######## design 1 ########
Design 1, power grid:
Drawn at 4 px/um. Pins as bars on the die edge. Tap cells in gray.
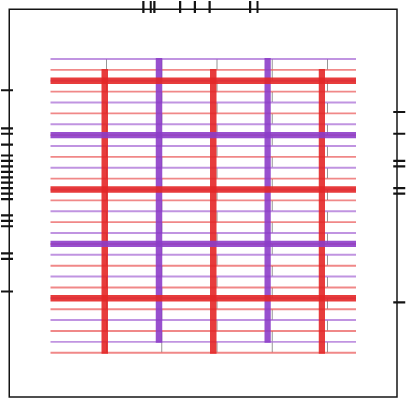

## src/rtl/enemy_missile_pkg.sv

```systemverilog
// Shared definitions for the enemy missile launcher, its targeting register and
// the collision logic: state encoding, coordinate widths and default geometry.
package enemy_missile_pkg;

    localparam int COORD_W     = 10;
    localparam int ERR_W       = 11;
    localparam int NUM_TARGETS = 3;

    localparam logic [COORD_W-1:0] DEF_START_X  = 10'd320;
    localparam logic [COORD_W-1:0] DEF_START_Y  = 10'd0;
    localparam logic [COORD_W-1:0] DEF_GROUND_Y = 10'd440;
    localparam logic [COORD_W-1:0] DEF_TGT_X0   = 10'd80;
    localparam logic [COORD_W-1:0] DEF_TGT_X1   = 10'd320;
    localparam logic [COORD_W-1:0] DEF_TGT_X2   = 10'd560;

    typedef enum logic [1:0] {
        ST_IDLE   = 2'd0,
        ST_ARM    = 2'd1,
        ST_FLY    = 2'd2,
        ST_IMPACT = 2'd3
    } launcher_state_e;

    function automatic logic [COORD_W-1:0] abs_diff(
        input logic [COORD_W-1:0] a,
        input logic [COORD_W-1:0] b
    );
        logic [COORD_W-1:0] d;
        if (a >= b) begin
            d = a - b;
        end else begin
            d = b - a;
        end
        return d;
    endfunction

endpackage

```

## src/rtl/missile_dda_stepper.sv

```systemverilog
// Horizontal DDA for the missile: one vertical pixel per step, x advancing by at
// most one pixel toward the target so the path lands exactly on it.
module missile_dda_stepper
    import enemy_missile_pkg::*;
#(
    parameter logic [COORD_W-1:0] START_X = DEF_START_X,
    parameter logic [COORD_W-1:0] DY      = DEF_GROUND_Y - DEF_START_Y
) (
    input  logic               clk,
    input  logic               rst_n,
    input  logic               load,
    input  logic               step,
    input  logic [COORD_W-1:0] tgt_x,
    output logic [COORD_W-1:0] x
);

    localparam logic [ERR_W-1:0] DY_ERR = {{(ERR_W-COORD_W){1'b0}}, DY};
    localparam logic [ERR_W:0]   DY_EXT = {1'b0, DY_ERR};

    logic [COORD_W-1:0] x_r;
    logic [COORD_W-1:0] dx_r;
    logic               dir_up_r;
    logic [ERR_W-1:0]   err_r;

    logic [ERR_W:0]     sum_s;
    logic               take_step_s;
    logic [ERR_W-1:0]   err_next_s;

    // Step decision: err stays below DY, so the sum never overflows ERR_W+1 bits
    always_comb begin
        sum_s = {1'b0, err_r} + {{(ERR_W+1-COORD_W){1'b0}}, dx_r};
        if (sum_s >= DY_EXT) begin
            take_step_s = 1'b1;
            err_next_s  = sum_s[ERR_W-1:0] - DY_ERR;
        end else begin
            take_step_s = 1'b0;
            err_next_s  = sum_s[ERR_W-1:0];
        end
    end

    // Trajectory registers: loaded when arming, advanced once per accepted tick
    always_ff @(posedge clk or negedge rst_n) begin
        if (!rst_n) begin
            x_r      <= START_X;
            dx_r     <= {COORD_W{1'b0}};
            dir_up_r <= 1'b0;
            err_r    <= {ERR_W{1'b0}};
        end else if (load) begin
            x_r      <= START_X;
            dx_r     <= abs_diff(tgt_x, START_X);
            dir_up_r <= (tgt_x >= START_X);
            err_r    <= {ERR_W{1'b0}};
        end else if (step) begin
            err_r <= err_next_s;
            if (take_step_s) begin
                x_r <= dir_up_r ? (x_r + 10'd1) : (x_r - 10'd1);
            end else begin
                x_r <= x_r;
            end
        end else begin
            x_r <= x_r;
        end
    end

    assign x = x_r;

endmodule

```

## src/rtl/enemy_missile_launcher.sv

```systemverilog
// Enemy missile launcher: accepts a launch toward one of three ground targets,
// flies the missile one scanline per frame and reports impact or interception.
module enemy_missile_launcher
    import enemy_missile_pkg::*;
#(
    parameter logic [COORD_W-1:0] START_X  = DEF_START_X,
    parameter logic [COORD_W-1:0] START_Y  = DEF_START_Y,
    parameter logic [COORD_W-1:0] GROUND_Y = DEF_GROUND_Y,
    parameter logic [COORD_W-1:0] TGT_X0   = DEF_TGT_X0,
    parameter logic [COORD_W-1:0] TGT_X1   = DEF_TGT_X1,
    parameter logic [COORD_W-1:0] TGT_X2   = DEF_TGT_X2
) (
    input  logic               clk,
    input  logic               rst_n,
    input  logic               frame_tick,
    input  logic               launch_req,
    input  logic [2:0]         target_in,
    input  logic               destroyed,
    output logic [COORD_W-1:0] missile_x,
    output logic [COORD_W-1:0] missile_y,
    output logic               active,
    output logic               busy,
    output logic [1:0]         target_id,
    output logic               impact,
    output logic               reject
);

    launcher_state_e    state_r;
    launcher_state_e    state_next_s;
    logic [COORD_W-1:0] y_r;
    logic [COORD_W-1:0] x_s;
    logic [COORD_W-1:0] tgt_x_s;
    logic [1:0]         target_id_r;
    logic               active_r;
    logic               busy_r;
    logic               impact_r;
    logic               reject_r;

    logic               valid_tgt_s;
    logic               accept_s;
    logic               refuse_s;
    logic               load_s;
    logic               step_s;
    logic               ground_s;

    // Launch decode and per-tick flight control strobes
    always_comb begin
        valid_tgt_s = (target_in < 3'(NUM_TARGETS));
        accept_s    = (state_r == ST_IDLE) && launch_req && valid_tgt_s;
        refuse_s    = (state_r == ST_IDLE) && launch_req && !valid_tgt_s;
        load_s      = (state_r == ST_ARM);
        step_s      = (state_r == ST_FLY) && frame_tick && !destroyed;
        ground_s    = ((y_r + 10'd1) == GROUND_Y);
    end

    // Next-state logic; interception takes priority over reaching the ground
    always_comb begin
        state_next_s = state_r;
        case (state_r)
            ST_IDLE: begin
                if (accept_s) begin
                    state_next_s = ST_ARM;
                end else begin
                    state_next_s = ST_IDLE;
                end
            end
            ST_ARM: begin
                state_next_s = ST_FLY;
            end
            ST_FLY: begin
                if (destroyed) begin
                    state_next_s = ST_IDLE;
                end else if (step_s && ground_s) begin
                    state_next_s = ST_IMPACT;
                end else begin
                    state_next_s = ST_FLY;
                end
            end
            ST_IMPACT: begin
                state_next_s = ST_IDLE;
            end
            default: begin
                state_next_s = ST_IDLE;
            end
        endcase
    end

    // Target x lookup for the latched target index
    always_comb begin
        case (target_id_r)
            2'd0:    tgt_x_s = TGT_X0;
            2'd1:    tgt_x_s = TGT_X1;
            2'd2:    tgt_x_s = TGT_X2;
            default: tgt_x_s = START_X;
        endcase
    end

    // State register
    always_ff @(posedge clk or negedge rst_n) begin
        if (!rst_n) begin
            state_r <= ST_IDLE;
        end else begin
            state_r <= state_next_s;
        end
    end

    // Registered status outputs, derived from the state being entered
    always_ff @(posedge clk or negedge rst_n) begin
        if (!rst_n) begin
            busy_r      <= 1'b0;
            active_r    <= 1'b0;
            impact_r    <= 1'b0;
            reject_r    <= 1'b0;
            target_id_r <= 2'd0;
        end else begin
            busy_r   <= (state_next_s != ST_IDLE);
            active_r <= (state_next_s == ST_FLY) || (state_next_s == ST_IMPACT);
            impact_r <= (state_next_s == ST_IMPACT);
            reject_r <= refuse_s;
            if (accept_s) begin
                target_id_r <= target_in[1:0];
            end else begin
                target_id_r <= target_id_r;
            end
        end
    end

    // Vertical position: one scanline per accepted frame tick, held while idle
    always_ff @(posedge clk or negedge rst_n) begin
        if (!rst_n) begin
            y_r <= START_Y;
        end else if (load_s) begin
            y_r <= START_Y;
        end else if (step_s) begin
            y_r <= y_r + 10'd1;
        end else begin
            y_r <= y_r;
        end
    end

    missile_dda_stepper #(
        .START_X (START_X),
        .DY      (GROUND_Y - START_Y)
    ) u_stepper (
        .clk   (clk),
        .rst_n (rst_n),
        .load  (load_s),
        .step  (step_s),
        .tgt_x (tgt_x_s),
        .x     (x_s)
    );

    assign missile_x = x_s;
    assign missile_y = y_r;
    assign active    = active_r;
    assign busy      = busy_r;
    assign target_id = target_id_r;
    assign impact    = impact_r;
    assign reject    = reject_r;

endmodule
```

## config.mk

```make
export PLATFORM = sky130hd
export DESIGN_NAME = enemy_missile_launcher
export DESIGN_NICKNAME = d
export VERILOG_FILES = /design/src/rtl/enemy_missile_pkg.sv /design/src/rtl/missile_dda_stepper.sv /design/src/rtl/enemy_missile_launcher.sv
export SDC_FILE = /design/constraint.sdc
export NUM_CORES = 1
export LEC_CHECK = 0
export CAP_MARGIN = 30
export CELL_PAD_IN_SITES_DETAIL_PLACEMENT = 0
export CELL_PAD_IN_SITES_GLOBAL_PLACEMENT = 1
export CORE_MARGIN = 10
export CORE_UTILIZATION = 46
export DETAILED_ROUTE_END_ITERATION = 10
export GPL_TIMING_DRIVEN = 0
export PLACE_DENSITY = 0.87
export SLEW_MARGIN = 15
export SYNTH_ARGS = -nofsm -noshare
export SYNTH_HDL_FRONTEND = slang
export SYNTH_SLANG_ARGS = --single-unit
```

## constraint.sdc

```tcl
create_clock -name clk -period 4.92 [get_ports clk]
set_input_delay 0.984 -clock clk [delete_from_list [all_inputs] [get_ports clk]]
set_output_delay 0.984 -clock clk [all_outputs]
set_load 0.02 [all_outputs]
```

######## design 2 ########
## src/rtl/button_pkg.sv

```systemverilog
// Shared types and sizing helpers for the push-button conditioner.
package button_pkg;

    typedef enum logic [2:0] {
        IDLE,
        DEB_PRESS,
        PRESSED,
        HELD,
        DEB_RELEASE
    } btn_state_t;

    localparam int SYNC_STAGES = 2;

    function automatic int cnt_width(input int max_count);
        return (max_count < 1) ? 1 : $clog2(max_count + 1);
    endfunction

endpackage

```

## src/rtl/button_channel.sv

```systemverilog
// One button lane: 2-flop synchroniser, debounce/long-press FSM and its counters.
module button_channel
    import button_pkg::*;
#(
    parameter int DEBOUNCE_CYCLES   = 3,
    parameter int LONG_PRESS_CYCLES = 16
) (
    input  logic clk,
    input  logic rst_n,
    input  logic button_n_i,
    output logic pressed_o,
    output logic press_pulse_o,
    output logic release_pulse_o,
    output logic long_press_pulse_o
);

    localparam int            CW        = cnt_width(LONG_PRESS_CYCLES);
    localparam logic [CW-1:0] DEB_LAST  = CW'(DEBOUNCE_CYCLES - 1);
    localparam logic [CW-1:0] LONG_LAST = CW'(LONG_PRESS_CYCLES - 1);
    localparam logic [CW-1:0] LONG_SAT  = CW'(LONG_PRESS_CYCLES);
    localparam bit            SINGLE    = (DEBOUNCE_CYCLES == 1);

    logic [SYNC_STAGES-1:0] sync_q;
    logic                   s;
    btn_state_t             state_q, state_d;
    logic [CW-1:0]          cnt_q, cnt_d;
    logic [CW-1:0]          rcnt_q, rcnt_d;
    logic                   pressed_q, pressed_d;
    logic                   press_q, press_d;
    logic                   release_q, release_d;
    logic                   long_q, long_d;

    assign s = sync_q[SYNC_STAGES-1];

    always_ff @(posedge clk or negedge rst_n) begin
        if (!rst_n) begin
            sync_q    <= '1;
            state_q   <= IDLE;
            cnt_q     <= '0;
            rcnt_q    <= '0;
            pressed_q <= 1'b0;
            press_q   <= 1'b0;
            release_q <= 1'b0;
            long_q    <= 1'b0;
        end else begin
            sync_q    <= {sync_q[SYNC_STAGES-2:0], button_n_i};
            state_q   <= state_d;
            cnt_q     <= cnt_d;
            rcnt_q    <= rcnt_d;
            pressed_q <= pressed_d;
            press_q   <= press_d;
            release_q <= release_d;
            long_q    <= long_d;
        end
    end

    // cnt counts stable samples seen so far, so acceptance is on the sample that makes it DEBOUNCE_CYCLES.
    always_comb begin
        state_d   = state_q;
        cnt_d     = cnt_q;
        rcnt_d    = rcnt_q;
        pressed_d = pressed_q;
        press_d   = 1'b0;
        release_d = 1'b0;
        long_d    = 1'b0;
        unique case (state_q)
            IDLE: begin
                if (!s) begin
                    if (SINGLE) begin
                        state_d   = PRESSED;
                        pressed_d = 1'b1;
                        press_d   = 1'b1;
                        cnt_d     = '0;
                    end else begin
                        state_d = DEB_PRESS;
                        cnt_d   = CW'(1);
                    end
                end
            end
            DEB_PRESS: begin
                if (s) begin
                    state_d = IDLE;
                    cnt_d   = '0;
                end else if (cnt_q == DEB_LAST) begin
                    state_d   = PRESSED;
                    pressed_d = 1'b1;
                    press_d   = 1'b1;
                    cnt_d     = '0;
                end else begin
                    cnt_d = cnt_q + CW'(1);
                end
            end
            PRESSED, HELD: begin
                if (s) begin
                    if (SINGLE) begin
                        state_d   = IDLE;
                        pressed_d = 1'b0;
                        release_d = 1'b1;
                        cnt_d     = '0;
                    end else begin
                        state_d = DEB_RELEASE;
                        rcnt_d  = CW'(1);
                    end
                end else if (state_q == PRESSED) begin
                    if (cnt_q == LONG_LAST) begin
                        state_d = HELD;
                        long_d  = 1'b1;
                        cnt_d   = LONG_SAT;
                    end else begin
                        cnt_d = cnt_q + CW'(1);
                    end
                end
            end
            DEB_RELEASE: begin
                // The saturated count alone tells us whether the long press already fired.
                if (!s) begin
                    state_d = (cnt_q == LONG_SAT) ? HELD : PRESSED;
                    rcnt_d  = '0;
                end else if (rcnt_q == DEB_LAST) begin
                    state_d   = IDLE;
                    pressed_d = 1'b0;
                    release_d = 1'b1;
                    cnt_d     = '0;
                    rcnt_d    = '0;
                end else begin
                    rcnt_d = rcnt_q + CW'(1);
                end
            end
            default: state_d = IDLE;
        endcase
    end

    assign pressed_o          = pressed_q;
    assign press_pulse_o      = press_q;
    assign release_pulse_o    = release_q;
    assign long_press_pulse_o = long_q;

endmodule

```

## src/rtl/button_conditioner.sv

```systemverilog
// Conditions NUM_BUTTONS active-low pads into clean levels and one-cycle events.
module button_conditioner
    import button_pkg::*;
#(
    parameter int NUM_BUTTONS       = 2,
    parameter int DEBOUNCE_CYCLES   = 3,
    parameter int LONG_PRESS_CYCLES = 16
) (
    input  logic                   clk,
    input  logic                   rst_n,
    input  logic [NUM_BUTTONS-1:0] button_n,
    output logic [NUM_BUTTONS-1:0] pressed,
    output logic [NUM_BUTTONS-1:0] press_pulse,
    output logic [NUM_BUTTONS-1:0] release_pulse,
    output logic [NUM_BUTTONS-1:0] long_press_pulse
);

    for (genvar i = 0; i < NUM_BUTTONS; i++) begin : g_chan
        button_channel #(
            .DEBOUNCE_CYCLES  (DEBOUNCE_CYCLES),
            .LONG_PRESS_CYCLES(LONG_PRESS_CYCLES)
        ) u_chan (
            .clk               (clk),
            .rst_n             (rst_n),
            .button_n_i        (button_n[i]),
            .pressed_o         (pressed[i]),
            .press_pulse_o     (press_pulse[i]),
            .release_pulse_o   (release_pulse[i]),
            .long_press_pulse_o(long_press_pulse[i])
        );
    end

endmodule

```

## config.mk

```make
export PLATFORM = sky130hd
export DESIGN_NAME = button_conditioner
export DESIGN_NICKNAME = d
export VERILOG_FILES = /design/src/rtl/button_pkg.sv /design/src/rtl/button_channel.sv /design/src/rtl/button_conditioner.sv
export SDC_FILE = /design/constraint.sdc
export NUM_CORES = 1
export LEC_CHECK = 0
export ABC_CLOCK_PERIOD_IN_PS = 4700
export CORE_ASPECT_RATIO = 2
export CORE_MARGIN = 3
export CORE_UTILIZATION = 50
export CTS_BUF_LIST = sky130_fd_sc_hd__clkbuf_8
export CTS_CLUSTER_SIZE = 8
export DETAILED_ROUTE_END_ITERATION = 6
export GPL_TIMING_DRIVEN = 1
export PLACE_DENSITY = 0.75
export SETUP_SLACK_MARGIN = 0.05
export SLEW_MARGIN = 20
export SYNTH_ARGS = -nofsm -noshare
export SYNTH_HDL_FRONTEND = slang
export SYNTH_SLANG_ARGS = --single-unit
```

## constraint.sdc

```tcl
create_clock -name clk -period 4.7 [get_ports clk]
set_input_delay 0.47 -clock clk [delete_from_list [all_inputs] [get_ports clk]]
set_output_delay 0.47 -clock clk [all_outputs]
set_load 0.05 [all_outputs]
```

######## design 3 ########
===== config.mk =====
export PLATFORM = sky130hd
export DESIGN_NAME = video_source_switch
export DESIGN_NICKNAME = d
export VERILOG_FILES = /design/src/rtl/video_source_switch.sv
export SDC_FILE = /design/constraint.sdc
export NUM_CORES = 1
export LEC_CHECK = 0
export ABC_AREA = 1
export CAP_MARGIN = 20
export CELL_PAD_IN_SITES_DETAIL_PLACEMENT = 0
export CELL_PAD_IN_SITES_GLOBAL_PLACEMENT = 1
export CORE_ASPECT_RATIO = 0.9
export CORE_MARGIN = 4
export CORE_UTILIZATION = 23
export CTS_CLUSTER_DIAMETER = 200
export DETAILED_ROUTE_END_ITERATION = 7
export GPL_TIMING_DRIVEN = 0
export PLACE_DENSITY_LB_ADDON = 0.12
export SYNTH_ARGS = -nofsm -noshare
export SYNTH_HDL_FRONTEND = slang
export SYNTH_SLANG_ARGS = --single-unit

===== constraint.sdc =====
create_clock -name clk -period 1.7 [get_ports clk]
set_clock_uncertainty 0.15 [all_clocks]
set_input_delay 0.34 -clock clk [delete_from_list [all_inputs] [get_ports clk]]
set_output_delay 0.34 -clock clk [all_outputs]
set_load 0.01 [all_outputs]

===== src/rtl/video_source_switch.sv =====
// video_source_switch: frame-synchronous RGB source selector with optional fade-to-black transitions.
// Ports: clk (system clock), rst_b (async active-low reset), sel (async channel request),
//   pix_in (NCH packed {R,G,B} words, channel k at bits [(k+1)*3*CW-1 : k*3*CW]),
//   col/row (VGA raster position), pix_out (selected, scaled {R,G,B}; 2-clk latency),
//   active_sel (channel currently shown), busy (switch pending or fade in progress).
// Build option: define VIDEO_SOURCE_SWITCH_FADE_EN to fade out/in across a switch;
//   otherwise the switch is an immediate cut at the next frame start.
module video_source_switch #(
  parameter int NCH = 8,
  parameter int CW = 8,
  parameter int FADE_STEPS = 8,
  localparam int SELW = $clog2(NCH)
) (
  input  logic                  clk,
  input  logic                  rst_b,
  input  logic [SELW-1:0]       sel,
  input  logic [NCH*3*CW-1:0]   pix_in,
  input  logic [10:0]           col,
  input  logic [10:0]           row,
  output logic [3*CW-1:0]       pix_out,
  output logic [SELW-1:0]       active_sel,
  output logic                  busy
);
  localparam int FSB = $clog2(FADE_STEPS);
  localparam int LW = FSB + 1;
  localparam logic [LW-1:0] FULL = LW'(FADE_STEPS);
  localparam logic [SELW:0] NCH_W = (SELW + 1)'(NCH);

  logic [SELW-1:0] sync_a, sync_b, last_valid, pending, act_nx;
  logic            zero_q, at_zero, frame_start;
  logic [LW-1:0]   level, lvl_q;
  logic [3*CW-1:0] pix_q, scaled;

  // Out-of-range requests fall back to the last valid one.
  assign pending = ({1'b0, sync_b} < NCH_W) ? sync_b : last_valid;
  assign at_zero = (row == '0) && (col == '0);
  // zero_q resets high so no frame start is seen until (0,0) is actually entered.
  assign frame_start = at_zero && !zero_q;

  always_ff @(posedge clk or negedge rst_b) begin
    if (!rst_b) begin
      sync_a     <= '0;
      sync_b     <= '0;
      last_valid <= '0;
      zero_q     <= 1'b1;
      active_sel <= '0;
      pix_q      <= '0;
      lvl_q      <= FULL;
      pix_out    <= '0;
    end else begin
      sync_a     <= sel;
      sync_b     <= sync_a;
      last_valid <= pending;
      zero_q     <= at_zero;
      active_sel <= act_nx;
      pix_q      <= pix_in[32'(active_sel) * 3 * CW +: 3 * CW];
      lvl_q      <= level;
      pix_out    <= scaled;
    end
  end

  // Per-component (pix * level) / FADE_STEPS, truncating.
  for (genvar i = 0; i < 3; i++) begin : g_scale
    logic [CW+LW-1:0] p;
    assign p = {{LW{1'b0}}, pix_q[i*CW +: CW]} * {{CW{1'b0}}, lvl_q};
    assign scaled[i*CW +: CW] = CW'(p >> FSB);
  end

`ifdef VIDEO_SOURCE_SWITCH_FADE_EN
  typedef enum logic [1:0] {IDLE, FADE_OUT, FADE_IN} state_t;
  state_t        state, state_nx;
  logic [LW-1:0] level_nx;

  always_ff @(posedge clk or negedge rst_b) begin
    if (!rst_b) begin
      state <= IDLE;
      level <= FULL;
    end else begin
      state <= state_nx;
      level <= level_nx;
    end
  end

  // The entering frame start already takes the first step down, and the
  // switching frame start (level 0) already takes the first step up, so a
  // full transition spans 2*FADE_STEPS frames.
  always_comb begin
    state_nx = state;
    level_nx = level;
    act_nx   = active_sel;
    if (frame_start) begin
      if (state == IDLE && pending != active_sel) begin
        state_nx = FADE_OUT;
        level_nx = level - 1'b1;
      end else if (state == FADE_OUT && level != '0) begin
        level_nx = level - 1'b1;
      end else if (state == FADE_OUT) begin
        state_nx = FADE_IN;
        level_nx = LW'(1);
        act_nx   = pending;
      end else if (state == FADE_IN) begin
        level_nx = level + 1'b1;
        state_nx = (level == FULL - 1'b1) ? IDLE : FADE_IN;
      end
    end
  end

  assign busy = (pending != active_sel) || (state != IDLE);
`else
  assign level  = FULL;
  assign act_nx = frame_start ? pending : active_sel;
  assign busy   = pending != active_sel;
`endif
endmodule


Design 2, clock wires, drivers and flops:
Drawn at 4 px/um.
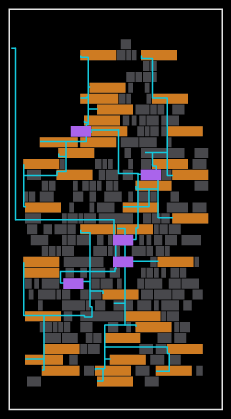
- orange: flip-flops (count 38)
- purple: clock-net drivers (count 5)
- cyan: clock wires (length 476 um)
- routed clock nets: 6

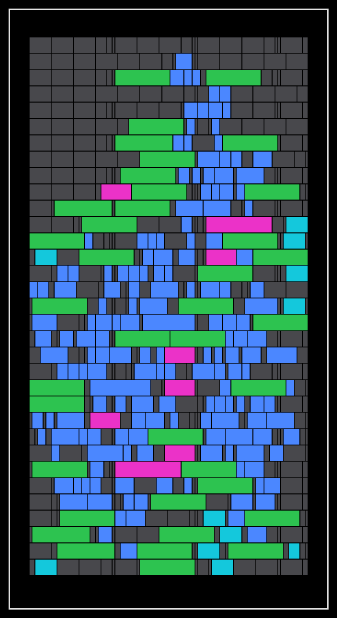
Design 2: cells colored by class
Drawn at 6 px/um. Fill, decap, tap and diode cells in gray.
- cyan: remaining buffers and delay cells (cells 11)
- green: registers (cells 38)
- magenta: clock drivers and dummy loads (cells 8)
- blue: remaining logic cells (cells 167)
Placement Rows: 33
sequential cell area share: 0.398
fin area: 2400 um2
core area: 4170 um2
Finished Core Util: 0.577

==> flow_summary.yaml, design 2 <==
# physical design summary
sta:
  hold_ws_ns: 0.281
  final.min_clock_period_ns: 2.17
  setup_tns_ns: 0
  setup_slack_ns: 2.53
  slew_headroom: 0.443
  hold_viol: 0
  fmax_mhz: 462
critical_path:
  required_ns: 4.87
  reg2reg_from: "g_chan[0].u_chan.cnt_q[0]"
  critical_path.top_delay_family: "simple AND/OR/NAND/NOR gates"
  worst-r2r-setup-slack_ns: 2.53
  criticalPathCategory: "reg -> reg"
final_layout:
  fillers: 355
  layout-drive-gt1-share: 0.112
  final_common_cell: "dfrtp_1"
  regArea_um2: 956
  clk_share: 0.0593
  largest_cell_class: "multi-input combinational cells"
  top_regs: "g_chan.u_chan.cnt_q (10), g_chan.u_chan.rcnt_q (10), g_chan.u_chan.state_q (6)"
  fin_cells: 276
  n_antenna_cell: 0
  bufAreaShareNonClock: 0.0437
clocking:
  cts_max_path_buffers: 2
  cts_root_buffer: "clkbuf_8"
  cts_resized: 0
  clock-sinks: 38
  h-tree-depth: 2
  cts_hold_buf: 0
synthesis:
  topCombFamilyByArea: "simple AND/OR/NAND/NOR gates"
  synth_seq_share: 0.436
  aoi_share: 0.184
  ys_cells: 223
  synth-edff-count: 0
  async_flop_share: 1.00
  synth_cell_types: 57
pwr:
  power_frac_comb: 0.314
  pg_clk_uw: 338
  intPower_uw: 771
  p_sw_frac: 0.348
detailed_routing:
  drtPass1Iterations: 4
  drtIter0Drc: 43
  wl_per_cell_um: 15.2
  met2_wirelength_mm: 2.49
  route.detailed.drc: 0
  vias: 1600
placed_design:
  portBuffers: 11
  pre_cts_slack_ns: 2.64
  dpl_cell_area_um2: 2260
grt:
  track_usage: 0.182
  grt_max_degree: 39
  antenna_found_initial: 0
  grt_overflow: 0
floorplan:
  die_w_um: 52.8
  boundaryPins: 12
  initCoreUtil: 0.526
  num_tap_cells: 52
run_status:
  status: "finished, final reports clean"
design 2: Yosys cell counts (all sizes together), types with 2 or more instances:
library cell	instances	area (um2)
dfrtp	34	851
inv	17	63.8
nand2	17	63.8
nor2	15	58.8
o21ai	15	75.1
buf	12	80.1
ha	12	150
a21oi	11	58.8
nand3	8	40.0
nor4b	7	82.6
clkbuf	6	22.5
and3	5	32.5
nand2b	5	31.3
o21a	5	37.5
and2	4	25.0
dfstp	4	105
a22o	3	26.3
nand4	3	18.8
nor3b	3	22.5
o41ai	3	26.3
a21o	2	15.0
mux2i	2	20.0
nand3b	2	15.0
or4b	2	23.8
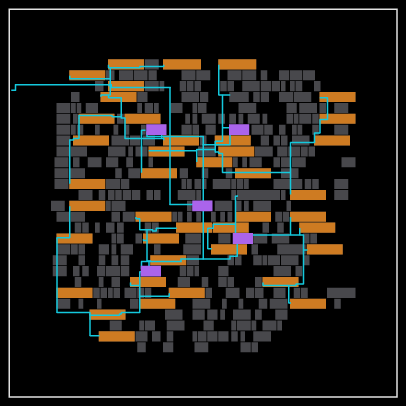
Design 1: clock wires, drivers and flops
Drawn at 4 px/um.
- cyan: clock wires (length 571 um)
- purple: clock-net drivers (count 5)
- orange: flip-flops (count 41)
- routed clock nets: 6

## Picture notes: 'power grid' of design 1
- red: VSS
- purple: VDD
- signal pins: 34
- met1 rails: 28
- tap cells: 72
- met4 straps: 5

==> flow_summary.yaml, design 1 <==
# physical design summary
run_status:
  status: "finished, final reports clean"
detailed_routing:
  highest_layer: "met4"
  vias: 2316
  ant_nets: 0
  drtPass1Iterations: 4
  route.detailed.drc: 0
  route.met3.wl_um: 457
  met2_wirelength_mm: 2.97
grt:
  grt_use_met3: 0.0532
  grt_pass1_wl_mm: 10.9
  use_met2: 0.241
  grt_pass1_vias: 2326
  top_usage_layer: "met2"
worst_hold_path:
  hold_end: "u_stepper.dx_r[9]"
sta:
  finalClockPeriodUsage: 0.612
  hold_ws_ns: 0.496
  setup_tns_ns: 0
  slew_headroom: 0.618
  final.min_clock_period_ns: 3.01
critical_path:
  rr_worst_depth: 11
  cp_num_buf_inv: 3
  r2r_end: "u_stepper.err_r[3]"
  cp-end-kind: "flip-flop"
  cpMaxStageDelayCell: "or4_1"
  criticalPathCategory: "reg -> reg"
  crit_path_end: "u_stepper.err_r[3]"
run:
  timing.max_cap.violations: 0
  warning_count: 29
synthesis:
  largest_area_cell: "dfrtp_1"
  most_common_cell: "dfrtp_1"
  syn_area_um2: 2700
  top_cell_area_share: 0.362
  yosys_warnings: 0
  topCombFamilyByArea: "simple AND/OR/NAND/NOR gates"
  async_flop_share: 1.00
  fp_nets: 328
final_layout:
  regArea_um2: 1030
  fin_nets: 369
  nClkBuffers: 7
  n_antenna_cell: 0
  fin_cells: 412
  area_growth_pct: 20.5
  finish.instance_area_um2: 3250
  logic_area_um2: 1570
  logic_gates: 234
  num-nonclk-buffers: 47
  final_util: 0.579
  layout-drive-gt1-share: 0.0735
  seq-cell-share: 0.317
clocking:
  cts_tree: "built"
  cts_resized: 0
  cts_root_buffer: "clkbuf_8"
  clk_pin_slew_ns: 0.08
  clock-sinks: 41
placed_design:
  pre_cts_slack_ns: 1.91
  post-dp-hpwl_mm: 4.78
  dpl_cell_area_um2: 3130
  gp_congestion: 0.852
  portBuffers: 33
pwr:
  p_leak_uw: 0.00140
  p_per_area_nw_per_um2: 415
  p_total_uw: 1350
  vdd_drop_max_v: 0.000258
floorplan:
  coreArea_um2: 5610
  initCoreUtil: 0.481
==> design 1: placed cells by master (no fill, tap or decap), types with 4 or more instances in the layout <==
cell and count:
a21o_1 4, a21oi_1 15, a31oi_1 5, and2_1 6, clkbuf_1 10, clkbuf_8 6
clkdlybuf4s50_1 32, dfrtp_1 39, ha_1 20, inv_1 10, nand2_1 24, nand3_1 27
nand3b_1 4, nor2_1 17, nor2b_1 4, nor3_1 4, o21ai_0 26, o21ai_1 10
xnor2_1 10, xor2_1 8
==> design 1: report_power, final <==
group          internal, uW  switching (uW)
clock                   166             119
sequential              395            57.0
combinational           275             336
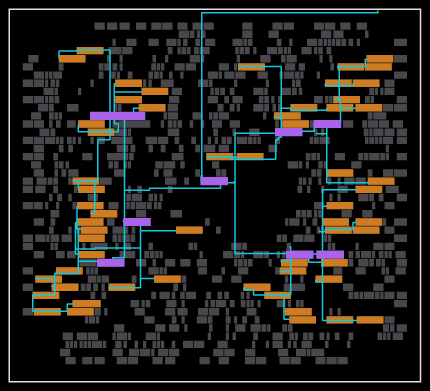
Design 3: clock wires, drivers and flops
Drawn at 3 px/um.
- orange: flip-flops (count 58)
- purple: clock-net drivers (count 9)
- cyan: clock wires (length 980 um)
- flops lie: widely spread
clock group share of total power: 0.443
Skew-Pair Late Insertion Delay: 0.33 ns

==> flow_summary.yaml, design 3 <==
# physical design summary
pwr:
  p_total_uw: 3970
  p_leak_uw: 0.00291
  power_switching_uw: 862
synthesis:
  top_cells_by_count: "nor2_1 (157), o21ai_0 (102), nand2_1 (84), dfrtp_1 (57), o21ai_1 (42)"
  largest_area_cell: "dfrtp_1"
  yosys_warnings: 0
  syn_avg_cell_area_um2: 6.92
final_layout:
  finish.instance_area_um2: 6570
  top_regs: "pix_out (24), pix_q (24)"
  final_util: 0.448
  num-nonclk-buffers: 289
  logic_gates: 395
  layout-drive-gt1-share: 0.0892
worst_hold_path:
  hp-start: "pix_q[6]"
  worst_hold_path_type: "reg -> reg"
  hold_end: "pix_out[6]"
clocking:
  cts_max_path_buffers: 2
  cts_hold_buf: 1
  clk_pin_slew_ns: 0.05
  h-tree-depth: 3
  cts_root_buffer: "clkbuf_16"
  cts_resized: 28
  cts_buffers: 9
sta:
  setup_slack_ns: -0.119
  worst_slew_pin_slew_ns: 0.734
  setup_viol: 1
  final.min_clock_period_ns: 1.82
run_status:
  status: "complete, but fails checks"
  violations: "setup timing"
critical_path:
  rr_worst_depth: 10
  crit_arrival_ns: 1.33
  critPathLaunch: "active_sel[0]"
  slowest_delay_ns: 0.40
  reg2reg_from: "active_sel[0]"
floorplan:
  coreArea_um2: 14700
  rows: 42
placed_design:
  dpl_cell_area_um2: 6150
  post-dp-hpwl_mm: 12.6
  pre_cts_slack_ns: -0.505
  gp_congestion: 0.802
detailed_routing:
  drtPass1Iterations: 4
  met2_wirelength_mm: 7.47
run:
  timing.max_cap.violations: 0
grt:
  grt_pass1_wl_mm: 23.8
  use_met1: 0.249
-- design 3: critical path, delay by kind of cell (launching register included) --
family	cells	cell delay, ns
buf+inv	3	0.42
flops	1	0.40
xor+xnor	1	0.11
simple gates	1	0.07
-- design 3: power by group through the flow --
stage	clock [uW]	sequential [uW]	combinational (uW)
after floorplan	0	1500	116
after global placement	0	1490	744
after detailed placement	0	1490	754
after CTS	1820	1470	754
after global routing	1880	1470	812
final	1760	1470	746
-- design 3: cells by family after synthesis --
kind of cell	synth area share
AND-OR/OR-AND	0.211
XOR/XNOR	0.00768
AND/OR/NAND/NOR	0.276
buffers and inverters	0.0812
flip-flops	0.425


==> layout pictures side by side <==
Wiring by layer.
image #1
Drawn at 6 px/um.
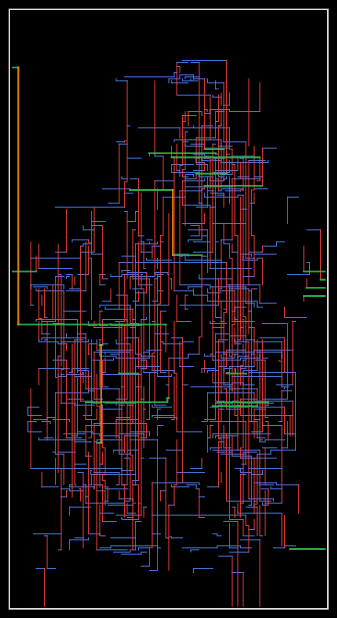
image #2
Drawn at 4 px/um.
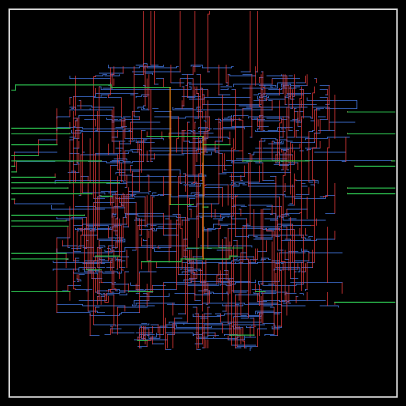
image #3
Drawn at 3 px/um.
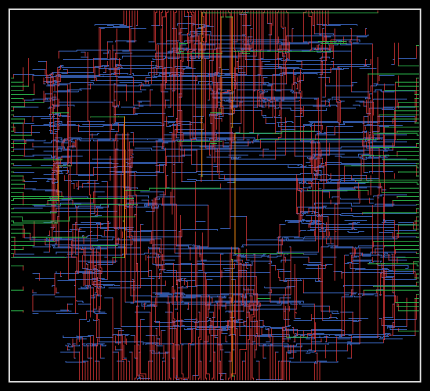
image #1: design 2
image #3: design 3
image #2: design 1
Of these, smallest die: image #1

Power and IR drop assume default switching activity.
